# ---- block 1 ----
--- config.mk ---
export PLATFORM = sky130hd
export DESIGN_NAME = dilithium_stream_adapter_flat
export DESIGN_NICKNAME = d
export VERILOG_FILES = /design/src/rtl/dilithium_stream_adapter_if.sv /design/src/rtl/dilithium_stream_adapter.sv /design/src/flat_wrapper.sv
export SDC_FILE = /design/constraint.sdc
export NUM_CORES = 1
export LEC_CHECK = 0
export ABC_CLOCK_PERIOD_IN_PS = 7400
export CORE_MARGIN = 2
export CORE_UTILIZATION = 49
export DETAILED_ROUTE_END_ITERATION = 10
export GPL_ROUTABILITY_DRIVEN = 1
export PLACE_DENSITY_LB_ADDON = 0.25
export SLEW_MARGIN = 20
export SYNTH_ARGS = -nofsm -noshare
export SYNTH_HDL_FRONTEND = slang
export SYNTH_SLANG_ARGS = --single-unit
export TNS_END_PERCENT = 1
--- constraint.sdc ---
create_clock -name clk -period 7.4 [get_ports clk]
set_clock_uncertainty 0.2 [all_clocks]
set_input_delay 1.48 -clock clk [delete_from_list [all_inputs] [get_ports clk]]
set_output_delay 1.48 -clock clk [all_outputs]
set_load 0.05 [all_outputs]
--- src/rtl/dilithium_stream_adapter_if.sv ---
//============================================================================
// Module      : dilithium_stream_adapter_if
// Description : Bundle of the control, core-side and host-side stream
//               signals of dilithium_stream_adapter.
//               master modport : the adapter (drives host beats and status)
//               slave modport  : the environment (core, host, controller)
//               Ports: start/mode/sec_lvl control, core_valid/core_ready/
//               core_data (64-bit core stream), valid_o/ready_o/data_o/last
//               (OUT_W-bit host stream), busy/done/err status, and keep_o
//               when DILITHIUM_ADAPTER_KEEP_EN is defined.
// Revision    : 1.0 - initial release
//============================================================================
`default_nettype none

interface dilithium_stream_adapter_if #(
    parameter int OUT_W = 64
);
    logic             start;
    logic [1:0]       mode;
    logic [2:0]       sec_lvl;
    logic             core_valid;
    logic             core_ready;
    logic [63:0]      core_data;
    logic             valid_o;
    logic             ready_o;
    logic [OUT_W-1:0] data_o;
    logic             last;
    logic             busy;
    logic             done;
    logic             err;
`ifdef DILITHIUM_ADAPTER_KEEP_EN
    logic [OUT_W/8-1:0] keep_o;

    modport master (
        input  start, mode, sec_lvl, core_valid, core_data, ready_o,
        output core_ready, valid_o, data_o, last, busy, done, err, keep_o
    );
    modport slave (
        output start, mode, sec_lvl, core_valid, core_data, ready_o,
        input  core_ready, valid_o, data_o, last, busy, done, err, keep_o
    );
`else
    modport master (
        input  start, mode, sec_lvl, core_valid, core_data, ready_o,
        output core_ready, valid_o, data_o, last, busy, done, err
    );
    modport slave (
        output start, mode, sec_lvl, core_valid, core_data, ready_o,
        input  core_ready, valid_o, data_o, last, busy, done, err
    );
`endif
endinterface

`default_nettype wire

--- src/rtl/dilithium_stream_adapter.sv ---
//============================================================================
// Module      : dilithium_stream_adapter
// Description : Output adapter between the Dilithium core (64-bit words)
//               and the host stream bus (OUT_W-bit beats). A rising edge on
//               start loads the per-operation core-word count; each core
//               word is held in one buffer and emitted LSB slice first.
//               last marks the final beat, done/err are one-cycle pulses.
// Ports       : clk, rst_n (async, active-low),
//               bus (dilithium_stream_adapter_if.master) - see interface.
// Parameters  : OUT_W (16/32/64 host width), CNT_W (core-word counter).
// Options     : DILITHIUM_ADAPTER_KEEP_EN - adds keep_o and trims sign
//               outputs to their exact byte length.
// Revision    : 1.0 - initial release
//============================================================================
`default_nettype none

module dilithium_stream_adapter #(
    parameter int OUT_W = 64,
    parameter int CNT_W = 12
) (
    input  wire logic                    clk,
    input  wire logic                    rst_n,
    dilithium_stream_adapter_if.master   bus
);
    localparam int R  = 64 / OUT_W;
    localparam int SW = (R > 1) ? $clog2(R) : 1;
    localparam int BB = OUT_W / 8;
    localparam int BW = CNT_W + 3;

    localparam logic [0:0] S_IDLE = 1'b0;
    localparam logic [0:0] S_RUN  = 1'b1;

    localparam logic [SW-1:0] c_last_slice = SW'(R - 1);

    logic [0:0]       r_state;
    logic             r_start_q;
    logic [63:0]      r_buf;
    logic             r_full;
    logic [SW-1:0]    r_slice;
    logic [CNT_W-1:0] r_taken;
    logic [CNT_W-1:0] r_n;
    logic             r_done;
    logic             r_err;

    logic w_strobe, w_legal, w_last_slice, w_hs, w_take, w_last, w_core_ready;

    function automatic logic [CNT_W-1:0] f_words(input logic [1:0] m, input logic [2:0] s);
        logic [CNT_W-1:0] n;
        n = '0;
        case (m)
            2'd0: case (s)
                3'd2:    n = CNT_W'(484);
                3'd3:    n = CNT_W'(748);
                3'd5:    n = CNT_W'(936);
                default: n = '0;
            endcase
            2'd1:    n = CNT_W'(1);
            2'd2: case (s)
                3'd2:    n = CNT_W'(303);
                3'd3:    n = CNT_W'(414);
                3'd5:    n = CNT_W'(579);
                default: n = '0;
            endcase
            default: n = '0;
        endcase
        return n;
    endfunction

    assign w_strobe     = bus.start & ~r_start_q;
    assign w_legal      = (bus.mode != 2'd3) &&
                          (bus.sec_lvl == 3'd2 || bus.sec_lvl == 3'd3 || bus.sec_lvl == 3'd5);
    assign w_last_slice = (r_slice == c_last_slice);
    assign w_hs         = r_full & bus.ready_o;
    // A new word may enter only when the buffer is empty or its final slice
    // leaves this very cycle, which keeps the host stream bubble-free.
    assign w_core_ready = (r_state == S_RUN) && (r_taken < r_n) &&
                          (!r_full || (w_hs && w_last_slice));
    assign w_take       = bus.core_valid & w_core_ready;

`ifdef DILITHIUM_ADAPTER_KEEP_EN
    // Bytes still owed to the host, including the beat currently presented.
    logic [BW-1:0] r_bytes_left;

    function automatic logic [BW-1:0] f_bytes(input logic [1:0] m, input logic [2:0] s);
        logic [BW-1:0] b;
        if (m == 2'd2) begin
            case (s)
                3'd2:    b = BW'(2420);
                3'd3:    b = BW'(3309);
                3'd5:    b = BW'(4627);
                default: b = '0;
            endcase
        end else begin
            b = {f_words(m, s), 3'b000};
        end
        return b;
    endfunction

    // Ending on the byte count drops any slices wholly past the payload.
    assign w_last = r_full && (r_bytes_left <= BW'(BB));

    always_comb begin
        bus.keep_o = '0;
        for (int i = 0; i < BB; i++) begin
            bus.keep_o[i] = r_full && (r_bytes_left > BW'(i));
        end
    end

    always_ff @(posedge clk or negedge rst_n) begin
        if (!rst_n) begin
            r_bytes_left <= '0;
        end else if (r_state == S_IDLE) begin
            if (w_strobe && w_legal) begin
                r_bytes_left <= f_bytes(bus.mode, bus.sec_lvl);
            end
        end else if (w_hs) begin
            r_bytes_left <= r_bytes_left - BW'(BB);
        end
    end
`else
    // The buffer always holds word number r_taken, so the final beat is the
    // last slice of the word that brought r_taken up to r_n.
    assign w_last = r_full && w_last_slice && (r_taken == r_n);
`endif

    generate
        if (R == 1) begin : g_full_width
            assign bus.data_o = r_buf;
        end else begin : g_narrow
            assign bus.data_o = r_buf[32'(r_slice) * OUT_W +: OUT_W];
        end
    endgenerate

    assign bus.core_ready = w_core_ready;
    assign bus.valid_o    = r_full;
    assign bus.last       = w_last;
    assign bus.busy       = (r_state == S_RUN);
    assign bus.done       = r_done;
    assign bus.err        = r_err;

    always_ff @(posedge clk or negedge rst_n) begin
        if (!rst_n) begin
            r_state   <= S_IDLE;
            r_start_q <= 1'b0;
            r_buf     <= '0;
            r_full    <= 1'b0;
            r_slice   <= '0;
            r_taken   <= '0;
            r_n       <= '0;
            r_done    <= 1'b0;
            r_err     <= 1'b0;
        end else begin
            r_start_q <= bus.start;
            r_done    <= 1'b0;
            r_err     <= 1'b0;
            case (r_state)
                S_IDLE: begin
                    if (w_strobe) begin
                        if (w_legal) begin
                            r_state <= S_RUN;
                            r_n     <= f_words(bus.mode, bus.sec_lvl);
                            r_taken <= '0;
                            r_full  <= 1'b0;
                            r_slice <= '0;
                        end else begin
                            r_err <= 1'b1;
                        end
                    end
                end
                S_RUN: begin
                    if (w_hs && w_last) begin
                        r_state <= S_IDLE;
                        r_done  <= 1'b1;
                        r_full  <= 1'b0;
                        r_slice <= '0;
                    end else if (w_take) begin
                        r_buf   <= bus.core_data;
                        r_full  <= 1'b1;
                        r_slice <= '0;
                        r_taken <= r_taken + CNT_W'(1);
                    end else if (w_hs) begin
                        if (w_last_slice) begin
                            r_full  <= 1'b0;
                            r_slice <= '0;
                        end else begin
                            r_slice <= r_slice + SW'(1);
                        end
                    end
                end
                default: r_state <= S_IDLE;
            endcase
        end
    end
endmodule

`default_nettype wire
--- src/flat_wrapper.sv ---
// flat-port wrapper written by rule: the top's interface ports become plain ports
module dilithium_stream_adapter_flat 
#(
    parameter int OUT_W = 64,
    parameter int CNT_W = 12
)
  (clk, rst_n, bus_start, bus_mode, bus_sec_lvl, bus_core_valid, bus_core_data, bus_ready_o, bus_core_ready, bus_valid_o, bus_data_o, bus_last, bus_busy, bus_done, bus_err);
  dilithium_stream_adapter_if #(.OUT_W(OUT_W)) bus_i ();
  input  wire logic clk;
  input  wire logic rst_n;
  input wire logic [$bits(bus_i.start)-1:0] bus_start;
  input wire logic [$bits(bus_i.mode)-1:0] bus_mode;
  input wire logic [$bits(bus_i.sec_lvl)-1:0] bus_sec_lvl;
  input wire logic [$bits(bus_i.core_valid)-1:0] bus_core_valid;
  input wire logic [$bits(bus_i.core_data)-1:0] bus_core_data;
  input wire logic [$bits(bus_i.ready_o)-1:0] bus_ready_o;
  output wire logic [$bits(bus_i.core_ready)-1:0] bus_core_ready;
  output wire logic [$bits(bus_i.valid_o)-1:0] bus_valid_o;
  output wire logic [$bits(bus_i.data_o)-1:0] bus_data_o;
  output wire logic [$bits(bus_i.last)-1:0] bus_last;
  output wire logic [$bits(bus_i.busy)-1:0] bus_busy;
  output wire logic [$bits(bus_i.done)-1:0] bus_done;
  output wire logic [$bits(bus_i.err)-1:0] bus_err;
  assign bus_i.start = bus_start;
  assign bus_i.mode = bus_mode;
  assign bus_i.sec_lvl = bus_sec_lvl;
  assign bus_i.core_valid = bus_core_valid;
  assign bus_i.core_data = bus_core_data;
  assign bus_i.ready_o = bus_ready_o;
  assign bus_core_ready = bus_i.core_ready;
  assign bus_valid_o = bus_i.valid_o;
  assign bus_data_o = bus_i.data_o;
  assign bus_last = bus_i.last;
  assign bus_busy = bus_i.busy;
  assign bus_done = bus_i.done;
  assign bus_err = bus_i.err;
  dilithium_stream_adapter #(.OUT_W(OUT_W), .CNT_W(CNT_W)) u_core (.clk(clk), .rst_n(rst_n), .bus(bus_i));
endmodule
# ---- block 2 ----
==> src/rtl/btb_pkg.sv <==
// Shared BTB types: the in-flight prediction record and the sizing constants.
package btb_pkg;

  localparam int XLEN        = 32;
  localparam int INSTR_BYTES = 4;

  typedef struct packed {
    logic [XLEN-1:0] pc;
    logic            pred_valid;
    logic [XLEN-1:0] pred_target;
    logic            pred_taken;
  } pred_entry_t;

  // Statistics counters stick at all-ones instead of wrapping.
  function automatic logic [XLEN-1:0] sat_inc(input logic [XLEN-1:0] value);
    return (value == '1) ? value : value + XLEN'(1);
  endfunction

endpackage

==> src/rtl/btb_update_unit_if.sv <==
// Fetch-side push, execute-side resolve and BTB write/redirect bundle.
interface btb_update_unit_if;
  import btb_pkg::*;

  logic            fetchValid;
  logic            fetchReady;
  logic [XLEN-1:0] fetchPC;
  logic            predValid;
  logic [XLEN-1:0] predTarget;
  logic            predTaken;
  logic            exValid;
  logic            exReady;
  logic [XLEN-1:0] exPC;
  logic            exTaken;
  logic [XLEN-1:0] exTarget;
  logic            update;
  logic [XLEN-1:0] updatePC;
  logic [XLEN-1:0] updateTarget;
  logic            mispredicted;
  logic            redirect;
  logic [XLEN-1:0] redirectPC;
  logic            seqError;
  logic [XLEN-1:0] branchCount;
  logic [XLEN-1:0] mispredCount;

  modport master (
    output fetchValid, fetchPC, predValid, predTarget, predTaken,
    output exValid, exPC, exTaken, exTarget,
    input  fetchReady, exReady, update, updatePC, updateTarget, mispredicted,
    input  redirect, redirectPC, seqError, branchCount, mispredCount
  );

  modport slave (
    input  fetchValid, fetchPC, predValid, predTarget, predTaken,
    input  exValid, exPC, exTaken, exTarget,
    output fetchReady, exReady, update, updatePC, updateTarget, mispredicted,
    output redirect, redirectPC, seqError, branchCount, mispredCount
  );

endinterface

==> src/rtl/btb_update_unit_pred_fifo.sv <==
// In-order queue of fetch-time predictions; flush drops every entry at once.
module pred_fifo
  import btb_pkg::*;
#(
  parameter int DEPTH = 4
) (
  input  logic        clk,
  input  logic        rst,
  input  logic        flush,
  input  logic        push,
  input  pred_entry_t push_data,
  input  logic        pop,
  output pred_entry_t head,
  output logic        full,
  output logic        empty
);

  localparam int AW = $clog2(DEPTH);

  pred_entry_t    mem [DEPTH];
  logic [AW-1:0]  wr_ptr;
  logic [AW-1:0]  rd_ptr;
  logic [AW:0]    count;

  always_ff @(posedge clk) begin
    if (push) begin
      mem[wr_ptr] <= push_data;
    end
  end

  always_ff @(posedge clk) begin
    if (rst || flush) begin
      wr_ptr <= '0;
      rd_ptr <= '0;
      count  <= '0;
    end else begin
      if (push) begin
        wr_ptr <= wr_ptr + AW'(1);
      end
      if (pop) begin
        rd_ptr <= rd_ptr + AW'(1);
      end
      count <= count + (AW+1)'(push) - (AW+1)'(pop);
    end
  end

  assign head  = mem[rd_ptr];
  assign full  = (count == (AW+1)'(DEPTH));
  assign empty = (count == '0);

endmodule

==> src/rtl/btb_update_unit.sv <==
// Resolves queued predictions against execute outcomes and drives BTB training,
// front-end redirect and resolve statistics.
module btb_update_unit
  import btb_pkg::*;
#(
  parameter int DEPTH = 4
) (
  input logic               clk,
  input logic               rst,
  btb_update_unit_if.slave  bus
);

  pred_entry_t     head;
  pred_entry_t     push_entry;
  logic            fifo_full;
  logic            fifo_empty;
  logic            push;
  logic            pop;
  logic            pred_hit;
  logic            dir_miss;
  logic            tgt_miss;
  logic            mispred;
  logic            flush;
  logic            write_btb;

  logic            update_q;
  logic [XLEN-1:0] update_pc_q;
  logic [XLEN-1:0] update_target_q;
  logic            mispredicted_q;
  logic            redirect_q;
  logic [XLEN-1:0] redirect_pc_q;
  logic            seq_error_q;
  logic [XLEN-1:0] branch_count_q;
  logic [XLEN-1:0] mispred_count_q;

  always_comb begin
    push       = bus.fetchValid && !fifo_full;
    pop        = bus.exValid && !fifo_empty;
    pred_hit   = head.pred_valid && head.pred_taken;
    dir_miss   = (pred_hit != bus.exTaken);
    tgt_miss   = bus.exTaken && pred_hit && (head.pred_target != bus.exTarget);
    mispred    = dir_miss || tgt_miss;
    flush      = pop && mispred;
    write_btb  = pop && (bus.exTaken || head.pred_valid);
    push_entry = '{pc: bus.fetchPC, pred_valid: bus.predValid,
                   pred_target: bus.predTarget, pred_taken: bus.predTaken};
  end

  // A push alongside a mispredicting pop is younger wrong-path work, so drop it.
  pred_fifo #(.DEPTH(DEPTH)) u_pred_fifo (
    .clk       (clk),
    .rst       (rst),
    .flush     (flush),
    .push      (push && !flush),
    .push_data (push_entry),
    .pop       (pop),
    .head      (head),
    .full      (fifo_full),
    .empty     (fifo_empty)
  );

  always_ff @(posedge clk) begin
    if (rst) begin
      update_q        <= 1'b0;
      update_pc_q     <= '0;
      update_target_q <= '0;
      mispredicted_q  <= 1'b0;
      redirect_q      <= 1'b0;
      redirect_pc_q   <= '0;
      seq_error_q     <= 1'b0;
      branch_count_q  <= '0;
      mispred_count_q <= '0;
    end else begin
      update_q       <= write_btb;
      mispredicted_q <= flush;
      redirect_q     <= flush;
      if (write_btb) begin
        update_pc_q     <= bus.exPC;
        update_target_q <= bus.exTaken ? bus.exTarget : head.pred_target;
      end
      if (flush) begin
        redirect_pc_q   <= bus.exTaken ? bus.exTarget : bus.exPC + XLEN'(INSTR_BYTES);
        mispred_count_q <= sat_inc(mispred_count_q);
      end
      if (pop) begin
        branch_count_q <= sat_inc(branch_count_q);
        if (bus.exPC != head.pc) begin
          seq_error_q <= 1'b1;
        end
      end
    end
  end

  assign bus.fetchReady   = !fifo_full;
  assign bus.exReady      = !fifo_empty;
  assign bus.update       = update_q;
  assign bus.updatePC     = update_pc_q;
  assign bus.updateTarget = update_target_q;
  assign bus.mispredicted = mispredicted_q;
  assign bus.redirect     = redirect_q;
  assign bus.redirectPC   = redirect_pc_q;
  assign bus.seqError     = seq_error_q;
  assign bus.branchCount  = branch_count_q;
  assign bus.mispredCount = mispred_count_q;

endmodule

==> src/flat_wrapper.sv <==
// flat-port wrapper written by rule: the top's interface ports become plain ports
module btb_update_unit_flat import btb_pkg::*;
#(
  parameter int DEPTH = 4
)
  (clk, rst, bus_fetchValid, bus_fetchPC, bus_predValid, bus_predTarget, bus_predTaken, bus_exValid, bus_exPC, bus_exTaken, bus_exTarget, bus_fetchReady, bus_exReady, bus_update, bus_updatePC, bus_updateTarget, bus_mispredicted, bus_redirect, bus_redirectPC, bus_seqError, bus_branchCount, bus_mispredCount);
  btb_update_unit_if bus_i ();
  input logic clk;
  input logic rst;
  input wire logic [$bits(bus_i.fetchValid)-1:0] bus_fetchValid;
  input wire logic [$bits(bus_i.fetchPC)-1:0] bus_fetchPC;
  input wire logic [$bits(bus_i.predValid)-1:0] bus_predValid;
  input wire logic [$bits(bus_i.predTarget)-1:0] bus_predTarget;
  input wire logic [$bits(bus_i.predTaken)-1:0] bus_predTaken;
  input wire logic [$bits(bus_i.exValid)-1:0] bus_exValid;
  input wire logic [$bits(bus_i.exPC)-1:0] bus_exPC;
  input wire logic [$bits(bus_i.exTaken)-1:0] bus_exTaken;
  input wire logic [$bits(bus_i.exTarget)-1:0] bus_exTarget;
  output wire logic [$bits(bus_i.fetchReady)-1:0] bus_fetchReady;
  output wire logic [$bits(bus_i.exReady)-1:0] bus_exReady;
  output wire logic [$bits(bus_i.update)-1:0] bus_update;
  output wire logic [$bits(bus_i.updatePC)-1:0] bus_updatePC;
  output wire logic [$bits(bus_i.updateTarget)-1:0] bus_updateTarget;
  output wire logic [$bits(bus_i.mispredicted)-1:0] bus_mispredicted;
  output wire logic [$bits(bus_i.redirect)-1:0] bus_redirect;
  output wire logic [$bits(bus_i.redirectPC)-1:0] bus_redirectPC;
  output wire logic [$bits(bus_i.seqError)-1:0] bus_seqError;
  output wire logic [$bits(bus_i.branchCount)-1:0] bus_branchCount;
  output wire logic [$bits(bus_i.mispredCount)-1:0] bus_mispredCount;
  assign bus_i.fetchValid = bus_fetchValid;
  assign bus_i.fetchPC = bus_fetchPC;
  assign bus_i.predValid = bus_predValid;
  assign bus_i.predTarget = bus_predTarget;
  assign bus_i.predTaken = bus_predTaken;
  assign bus_i.exValid = bus_exValid;
  assign bus_i.exPC = bus_exPC;
  assign bus_i.exTaken = bus_exTaken;
  assign bus_i.exTarget = bus_exTarget;
  assign bus_fetchReady = bus_i.fetchReady;
  assign bus_exReady = bus_i.exReady;
  assign bus_update = bus_i.update;
  assign bus_updatePC = bus_i.updatePC;
  assign bus_updateTarget = bus_i.updateTarget;
  assign bus_mispredicted = bus_i.mispredicted;
  assign bus_redirect = bus_i.redirect;
  assign bus_redirectPC = bus_i.redirectPC;
  assign bus_seqError = bus_i.seqError;
  assign bus_branchCount = bus_i.branchCount;
  assign bus_mispredCount = bus_i.mispredCount;
  btb_update_unit #(.DEPTH(DEPTH)) u_core (.clk(clk), .rst(rst), .bus(bus_i));
endmodule
==> config.mk <==
export PLATFORM = sky130hd
export DESIGN_NAME = btb_update_unit_flat
export DESIGN_NICKNAME = d
export VERILOG_FILES = /design/src/rtl/btb_pkg.sv /design/src/rtl/btb_update_unit_if.sv /design/src/rtl/btb_update_unit_pred_fifo.sv /design/src/rtl/btb_update_unit.sv /design/src/flat_wrapper.sv
export SDC_FILE = /design/constraint.sdc
export NUM_CORES = 1
export LEC_CHECK = 0
export ABC_CLOCK_PERIOD_IN_PS = 10700
export CAP_MARGIN = 20
export CORE_ASPECT_RATIO = 0.9
export CORE_MARGIN = 2
export CORE_UTILIZATION = 30
export DETAILED_ROUTE_END_ITERATION = 6
export PLACE_DENSITY = 0.54
export SYNTH_ARGS = -nofsm -noshare
export SYNTH_HDL_FRONTEND = slang
export SYNTH_HIERARCHICAL = 1
export SYNTH_SLANG_ARGS = --single-unit
==> constraint.sdc <==
create_clock -name clk -period 10.7 [get_ports clk]
set_clock_uncertainty 0.1 [all_clocks]
set_input_delay 1.605 -clock clk [delete_from_list [all_inputs] [get_ports clk]]
set_output_delay 1.605 -clock clk [all_outputs]
set_load 0.005 [all_outputs]
# ---- block 3 ----
File: config.mk
export PLATFORM = sky130hd
export DESIGN_NAME = ddr_judge_flat
export DESIGN_NICKNAME = d
export VERILOG_FILES = /design/src/rtl/ddr_judge_pkg.sv /design/src/rtl/ddr_judge_if.sv /design/src/rtl/ddr_judge_edge_detect.sv /design/src/rtl/ddr_judge.sv /design/src/flat_wrapper.sv
export SDC_FILE = /design/constraint.sdc
export NUM_CORES = 1
export LEC_CHECK = 0
export CAP_MARGIN = 15
export CORE_ASPECT_RATIO = 1.2
export CORE_MARGIN = 3
export CORE_UTILIZATION = 25
export CTS_CLUSTER_DIAMETER = 30
export DETAILED_ROUTE_END_ITERATION = 10
export SKIP_CTS_REPAIR_TIMING = 1
export SYNTH_ARGS = -nofsm -noshare
export SYNTH_HDL_FRONTEND = slang
export SYNTH_SLANG_ARGS = --single-unit
File: constraint.sdc
create_clock -name clk -period 5.7 [get_ports clk]
set_clock_uncertainty 0.15 [all_clocks]
set_input_delay 0.855 -clock clk [delete_from_list [all_inputs] [get_ports clk]]
set_output_delay 0.855 -clock clk [all_outputs]
set_load 0.02 [all_outputs]
File: src/rtl/ddr_judge_pkg.sv
// Shared definitions for the DDR hit-judgement engine: grade and state
// encodings plus the default lane count.
package ddr_judge_pkg;

    localparam int DEF_NUM_LANES = 4;

    typedef enum logic [1:0] {
        GRADE_MISS    = 2'b00,
        GRADE_GOOD    = 2'b01,
        GRADE_PERFECT = 2'b10,
        GRADE_STRAY   = 2'b11
    } grade_t;

    typedef enum logic [1:0] {
        ST_IDLE  = 2'b00,
        ST_ARMED = 2'b01,
        ST_DONE  = 2'b10,
        ST_OVER  = 2'b11
    } judge_state_t;

endpackage

File: src/rtl/ddr_judge_if.sv
// Arrow/button inputs and judgement outputs between the arrow shifter,
// the judge and the score/display logic.
interface ddr_judge_if #(
    parameter int NUM_LANES  = 4,
    parameter int COMBO_BITS = 14,
    parameter int LIVES_BITS = 3
);
    logic                  beat;
    logic [NUM_LANES-1:0]  arrow;
    logic [NUM_LANES-1:0]  btn;
    logic                  pause;
    logic                  restart;
    logic                  judge_valid;
    logic [1:0]            judge_grade;
    logic [COMBO_BITS-1:0] combo;
    logic [3:0]            multiplier;
    logic [LIVES_BITS-1:0] lives;
    logic                  game_over;

    modport master (
        output beat, arrow, btn, pause, restart,
        input  judge_valid, judge_grade, combo, multiplier, lives, game_over
    );

    modport slave (
        input  beat, arrow, btn, pause, restart,
        output judge_valid, judge_grade, combo, multiplier, lives, game_over
    );
endinterface

File: src/rtl/ddr_judge_edge_detect.sv
// Registered rising-edge detector. The level is tracked every cycle; clear
// suppresses edges so presses that begin while frozen never fire later.
module ddr_edge_detect #(
    parameter int WIDTH = 4
) (
    input  logic             clk,
    input  logic             reset,
    input  logic             clear,
    input  logic [WIDTH-1:0] level,
    output logic [WIDTH-1:0] rise
);
    logic [WIDTH-1:0] level_q;

    always_ff @(posedge clk or posedge reset) begin
        if (reset) begin
            level_q <= '0;
            rise    <= '0;
        end else begin
            level_q <= level;
            rise    <= clear ? '0 : (level & ~level_q);
        end
    end
endmodule

File: src/rtl/ddr_judge.sv
// Multi-lane hit judge: grades chord presses against the beat window and
// keeps combo, multiplier and lives.
module ddr_judge
    import ddr_judge_pkg::*;
#(
    parameter int NUM_LANES     = DEF_NUM_LANES,
    parameter int PERFECT_WIN   = 4,
    parameter int GOOD_WIN      = 12,
    parameter int COMBO_BITS    = 14,
    parameter int COMBO_STEP    = 4,
    parameter int MAX_MULT      = 8,
    parameter int LIVES_INIT    = 3,
    parameter int LIVES_BITS    = 3,
    parameter bit STRAY_PENALTY = 1'b1
) (
    input logic        clk,
    input logic        reset,
    ddr_judge_if.slave bus
);
    localparam int WIN_BITS = $clog2(GOOD_WIN + 1);
    localparam logic [WIN_BITS-1:0]   WIN_GOOD = WIN_BITS'(GOOD_WIN);
    localparam logic [WIN_BITS-1:0]   WIN_PERF = WIN_BITS'(PERFECT_WIN);
    localparam logic [LIVES_BITS-1:0] LIVES0   = LIVES_BITS'(LIVES_INIT);

    judge_state_t          state, state_nx;
    grade_t                grade, grade_nx;
    logic [WIN_BITS-1:0]   win_cnt, win_cnt_nx;
    logic [NUM_LANES-1:0]  mask, mask_nx, hit_acc, hit_acc_nx, edges, hits;
    logic [COMBO_BITS-1:0] combo, combo_nx, steps;
    logic [LIVES_BITS-1:0] lives, lives_nx;
    logic [3:0]            mult, mult_nx;
    logic                  judge, judge_nx, over, over_nx;

    ddr_edge_detect #(.WIDTH(NUM_LANES)) u_edge (
        .clk   (clk),
        .reset (reset),
        .clear (bus.pause),
        .level (bus.btn),
        .rise  (edges)
    );

    always_comb begin
        state_nx   = state;
        grade_nx   = grade;
        win_cnt_nx = win_cnt;
        mask_nx    = mask;
        hit_acc_nx = hit_acc;
        combo_nx   = combo;
        lives_nx   = lives;
        over_nx    = over;
        judge_nx   = 1'b0;
        hits       = hit_acc | (edges & mask);
        if (bus.restart) begin
            state_nx   = ST_IDLE;
            grade_nx   = GRADE_MISS;
            win_cnt_nx = '0;
            mask_nx    = '0;
            hit_acc_nx = '0;
            combo_nx   = '0;
            lives_nx   = LIVES0;
            over_nx    = 1'b0;
        end else if (!bus.pause && state != ST_OVER) begin
            if (state == ST_ARMED) begin
                win_cnt_nx = (win_cnt == WIN_GOOD) ? win_cnt : win_cnt + 1'b1;
                hit_acc_nx = hits;
                // stray beats completion; a beat only forces MISS if this cycle's edges can't finish the chord
                if ((edges & ~mask) != '0) begin
                    judge_nx = 1'b1;
                    grade_nx = GRADE_STRAY;
                    state_nx = ST_DONE;
                end else if (hits == mask) begin
                    judge_nx = 1'b1;
                    grade_nx = (win_cnt < WIN_PERF) ? GRADE_PERFECT : GRADE_GOOD;
                    state_nx = ST_DONE;
                end else if (win_cnt == WIN_GOOD || bus.beat) begin
                    judge_nx = 1'b1;
                    grade_nx = GRADE_MISS;
                    state_nx = ST_DONE;
                end
            end else if (STRAY_PENALTY && edges != '0) begin
                judge_nx = 1'b1;
                grade_nx = GRADE_STRAY;
            end
            if (bus.beat) begin
                state_nx   = (bus.arrow != '0) ? ST_ARMED : ST_IDLE;
                win_cnt_nx = '0;
                hit_acc_nx = '0;
                mask_nx    = bus.arrow;
            end
            if (judge_nx) begin
                if (grade_nx == GRADE_PERFECT || grade_nx == GRADE_GOOD) begin
                    combo_nx = (&combo) ? combo : combo + 1'b1;
                end else begin
                    combo_nx = '0;
                    lives_nx = (lives == '0) ? lives : lives - 1'b1;
                    if (lives_nx == '0) begin
                        over_nx  = 1'b1;
                        state_nx = ST_OVER;
                    end
                end
            end
        end
    end

    // multiplier is derived from the registered combo, hence one cycle behind it
    always_comb begin
        steps   = combo / COMBO_BITS'(COMBO_STEP);
        mult_nx = (steps >= COMBO_BITS'(MAX_MULT - 1)) ? 4'(MAX_MULT) : 4'(steps) + 4'd1;
    end

    always_ff @(posedge clk or posedge reset) begin
        if (reset) begin
            state   <= ST_IDLE;
            grade   <= GRADE_MISS;
            win_cnt <= '0;
            mask    <= '0;
            hit_acc <= '0;
            combo   <= '0;
            lives   <= LIVES0;
            over    <= 1'b0;
            judge   <= 1'b0;
            mult    <= 4'd1;
        end else begin
            state   <= state_nx;
            grade   <= grade_nx;
            win_cnt <= win_cnt_nx;
            mask    <= mask_nx;
            hit_acc <= hit_acc_nx;
            combo   <= combo_nx;
            lives   <= lives_nx;
            over    <= over_nx;
            judge   <= judge_nx;
            mult    <= bus.restart ? 4'd1 : mult_nx;
        end
    end

    assign bus.judge_valid = judge;
    assign bus.judge_grade = grade;
    assign bus.combo       = combo;
    assign bus.multiplier  = mult;
    assign bus.lives       = lives;
    assign bus.game_over   = over;
endmodule
File: src/flat_wrapper.sv
// flat-port wrapper written by rule: the top's interface ports become plain ports
module ddr_judge_flat import ddr_judge_pkg::*;
#(
    parameter int NUM_LANES     = DEF_NUM_LANES,
    parameter int PERFECT_WIN   = 4,
    parameter int GOOD_WIN      = 12,
    parameter int COMBO_BITS    = 14,
    parameter int COMBO_STEP    = 4,
    parameter int MAX_MULT      = 8,
    parameter int LIVES_INIT    = 3,
    parameter int LIVES_BITS    = 3,
    parameter bit STRAY_PENALTY = 1'b1
)
  (clk, reset, bus_beat, bus_arrow, bus_btn, bus_pause, bus_restart, bus_judge_valid, bus_judge_grade, bus_combo, bus_multiplier, bus_lives, bus_game_over);
  ddr_judge_if #(.NUM_LANES(NUM_LANES), .COMBO_BITS(COMBO_BITS), .LIVES_BITS(LIVES_BITS)) bus_i ();
  input logic clk;
  input logic reset;
  input wire logic [$bits(bus_i.beat)-1:0] bus_beat;
  input wire logic [$bits(bus_i.arrow)-1:0] bus_arrow;
  input wire logic [$bits(bus_i.btn)-1:0] bus_btn;
  input wire logic [$bits(bus_i.pause)-1:0] bus_pause;
  input wire logic [$bits(bus_i.restart)-1:0] bus_restart;
  output wire logic [$bits(bus_i.judge_valid)-1:0] bus_judge_valid;
  output wire logic [$bits(bus_i.judge_grade)-1:0] bus_judge_grade;
  output wire logic [$bits(bus_i.combo)-1:0] bus_combo;
  output wire logic [$bits(bus_i.multiplier)-1:0] bus_multiplier;
  output wire logic [$bits(bus_i.lives)-1:0] bus_lives;
  output wire logic [$bits(bus_i.game_over)-1:0] bus_game_over;
  assign bus_i.beat = bus_beat;
  assign bus_i.arrow = bus_arrow;
  assign bus_i.btn = bus_btn;
  assign bus_i.pause = bus_pause;
  assign bus_i.restart = bus_restart;
  assign bus_judge_valid = bus_i.judge_valid;
  assign bus_judge_grade = bus_i.judge_grade;
  assign bus_combo = bus_i.combo;
  assign bus_multiplier = bus_i.multiplier;
  assign bus_lives = bus_i.lives;
  assign bus_game_over = bus_i.game_over;
  ddr_judge #(.NUM_LANES(NUM_LANES), .PERFECT_WIN(PERFECT_WIN), .GOOD_WIN(GOOD_WIN), .COMBO_BITS(COMBO_BITS), .COMBO_STEP(COMBO_STEP), .MAX_MULT(MAX_MULT), .LIVES_INIT(LIVES_INIT), .LIVES_BITS(LIVES_BITS), .STRAY_PENALTY(STRAY_PENALTY)) u_core (.clk(clk), .reset(reset), .bus(bus_i));
endmodule
Figure 1. Clock wiring as the flow saved it (block 1).
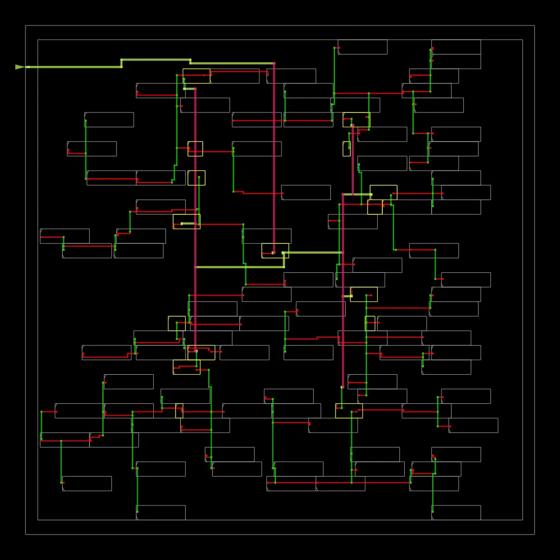
TritonCTS Buffers: 9
clk sinks: 91
total number of sequential cells: 91

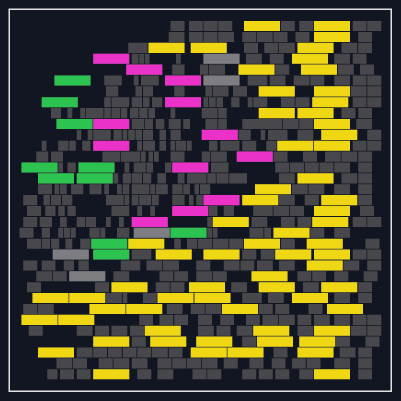
Figure 2: block 1, sequential cells grouped by signal name.
(4 px per um) Other sequential cells in the stronger gray, the rest of the logic in the fainter gray.
`u_core.bus.data_o` -> yellow  # placed flops 64
`u_core.r_taken` -> magenta  # placed flops 12
`u_core.r_n` -> green  # placed flops 10
core utilization of the finished layout: 70.3%
Register Area: 0.00228 mm2
P_seq: 0.000841 W
flop share of the area: 39.8%

==> flow_metrics.tcl, block 1 <==
# implementation run metrics
set metrics [dict create \
    globalRouteTotalUtil_pct 21.3 \
    sequentialPowerShare_pct 30.7 \
    hold_path_depth 1 \
    gp_routability_congestion 0.817 \
    cts.root.buffer_cell "sky130_fd_sc_hd__clkbuf_8" \
    firstDrtPassIters 5 \
    pwr.group.combinational_w 0.00160 \
    largest_reg_flops 64 \
    ratio_of_cells_with_drive_above_1_in_the_final_layout_pct 12.9 \
    worstSetupEndpoint "bus_core_ready" \
    finalInstanceArea_mm2 0.00572 \
    power_w 0.00274 \
    switchingPower_w 0.00130 \
    run_status "finished clean" \
    asyncSetResetFlopFracSynth_pct 100 \
    postLayoutSetupSlackWorst_ns 2.36 \
    buffer_ports.inserted 143 \
    finish.cell_count_without_fillers 569 \
    nNonClkBuffers 146 \
    dpl_worst_slack_ns 2.38 \
    groute.layer.met1.usage_pct 26.7 \
    dominantRegCellSynth "sky130_fd_sc_hd__dfrtp_1" \
    arrival_ns 3.36 \
    timing.max_cap.violations 0 \
    end_kind "primary output" \
    cell_internal_pwr_w 0.00144 \
    share_clk_of_total_power_pct 10.8 \
    report.final.setup_viol 0 \
    netlist-cell-type-count 47 \
    top_cell_area_share_pct 55.9 \
    io_pins 144 \
    detailroute.via_count 3038 \
    yosys.area_share.simple_pct 9.35 \
]
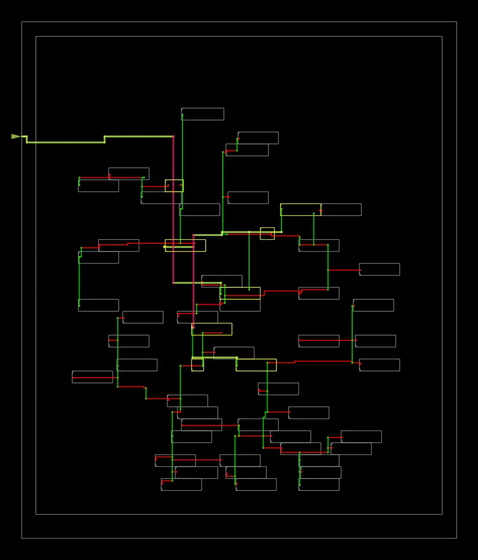
Figure 3: block 3, clock wiring as the flow saved it.
P_clk: 0.000305 W
total number of sequential cells: 47
insertion delay to the later sink of the worst-skew pair: 0.29 ns
TritonCTS Buffers: 5

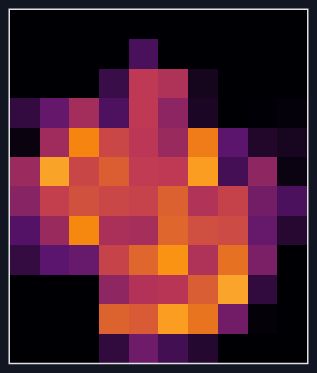
Figure 4: block 3, placement density heat map.
(3 px per um) 10 x 12 tiles, from black (low) to pale yellow (high), 0 to 100% covered.
nearly empty tiles = 37%
emptiest ninth of the die = north-east
tiles over 75% full = 4.2%
mean over tiles = 27%
core utilization of the finished layout: 32.2%
core region area: 0.0101 mm2

==> flow_metrics.tcl, block 3 <==
# implementation run metrics
set metrics [dict create \
    grt_remaining_overflow 0 \
    fp_util_pct 25.8 \
    largest_reg_flops 14 \
    critical_path.n_buffers_inverters 1 \
    cell_internal_pwr_w 0.000550 \
    critical_path.cell_chain "clkdlybuf4s50_1, a21oi_1, nand2_1, a21o_2, a22oi_1, o221ai_1" \
    sequentialPower_w 0.000353 \
    yosys.area_share.simple_pct 24.5 \
    top_layer_used "met4" \
    asyncSetResetFlopFracSynth_pct 100 \
    ys_sh_mux_pct 1.16 \
    run_status "finished clean" \
    power_w 0.000769 \
    rrSetupSlack_ns 2.76 \
    clock_buffer_count 5 \
    routed_wire_length_per_instance_um 14.5 \
    worst-r2r-cell-count 5 \
]
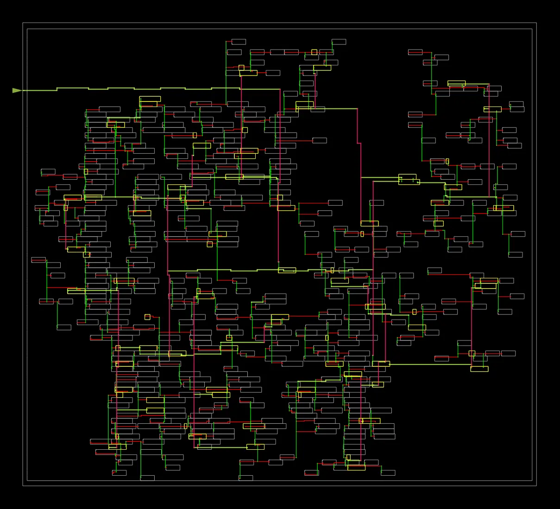
Figure 5: block 2, clock wiring as the flow saved it.
layout clock buffer count: 61
TritonCTS Buffers: 49
P_clk: 0.00170 W

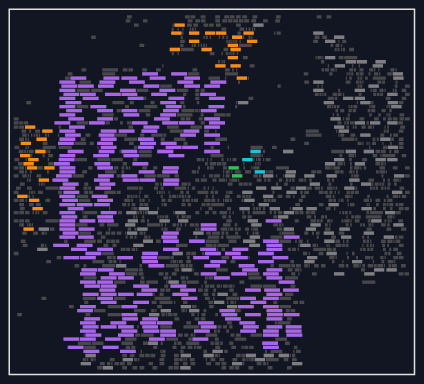
Figure 6: block 2, sequential cells grouped by signal name.
(1.5 px per um) Other sequential cells in the stronger gray, the rest of the logic in the fainter gray.
`u_core/u_pred_fifo/wr_ptr` -> green  # placed flops 2
`u_core/u_pred_fifo/mem` -> purple  # placed flops 264
`u_core/bus.updatePC` -> orange  # placed flops 32
`u_core/u_pred_fifo/count` -> cyan  # placed flops 3
not colored = 135
Register Area: 0.0114 mm2
core utilization of the finished layout: 38.9%
P_seq: 0.00217 W
flop share of the area: 46.8%

==> flow_metrics.tcl, block 2 <==
# implementation run metrics
set metrics [dict create \
    num_antenna_cells 4 \
    globalRouteTotalUtil_pct 17.8 \
    worstSetupEndpoint "u_core/u_pred_fifo/mem[3][14]$_DFFE_PP_" \
    report.final.setup_viol 0 \
    postSynthSeqShare_pct 59.9 \
    number_of_antenna_violations_at_the_first_check_in_global_routing 9 \
    worst-setup-path-type "register to register" \
    top_layer_used "met5" \
    min_to "u_core/bus.updatePC[12]$_SDFFE_PP0P_" \
    power_w 0.00516 \
    drt.antenna.violating_nets 0 \
    clock_sinks 436 \
    mi_comb_area_mm2 0.00700 \
    power.share.switching_pct 29.4 \
    final_max_slew_viol_count 0 \
    dpl_worst_slack_ns 4.45 \
    run_status "finished clean" \
    first_iter_violations 1096 \
    num-nonclk-inverters 26 \
]

==> gallery <==
M2 wires.
panel A
(4 px per um)
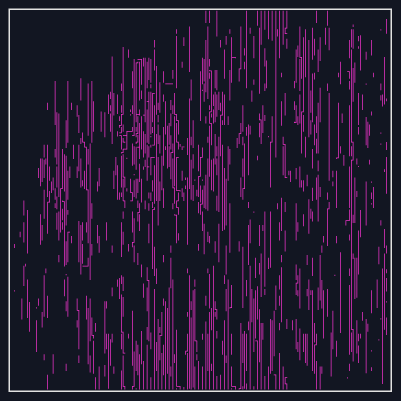
panel B
(3 px per um)
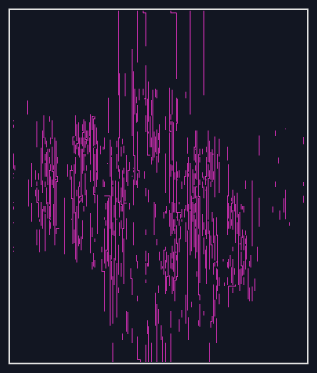
panel C
(1.5 px per um)
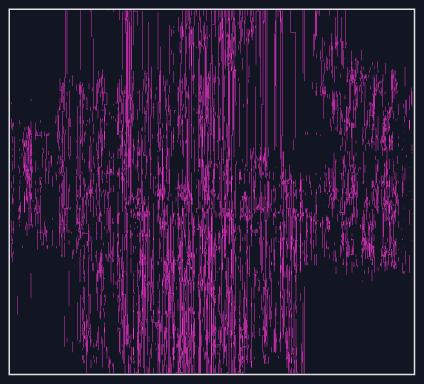
panel C -> block 2
panel A -> block 1
panel B -> block 3

Key to panel C:
wire length on this layer = 27.4 mm
share of all routed wire = 47%
nets with wire on the layer = 1641
main direction = vertical



==> notes/layouts.md <==
Pictures saved along the way, in no particular order.

Power grid.
picture 1
(4 px per um) Pins as bars on the die edge.
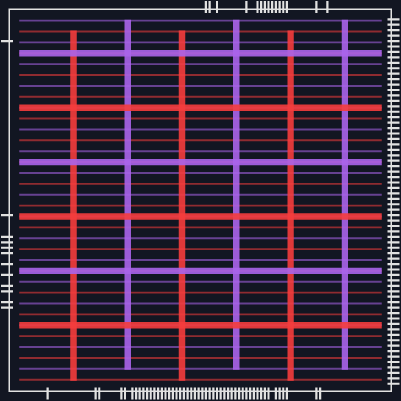
picture 2
(1.5 px per um) Pins as bars on the die edge.
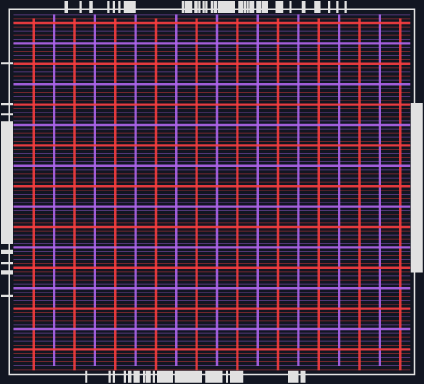
picture 3
(3 px per um) Pins as bars on the die edge.
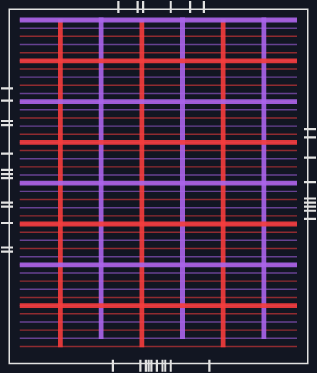
- smallest die: picture 1
- picture 2 = block 2
- picture 1 = block 1
- picture 3 = block 3

Power figures rest on the tool's default switching activity, not on a simulated workload.
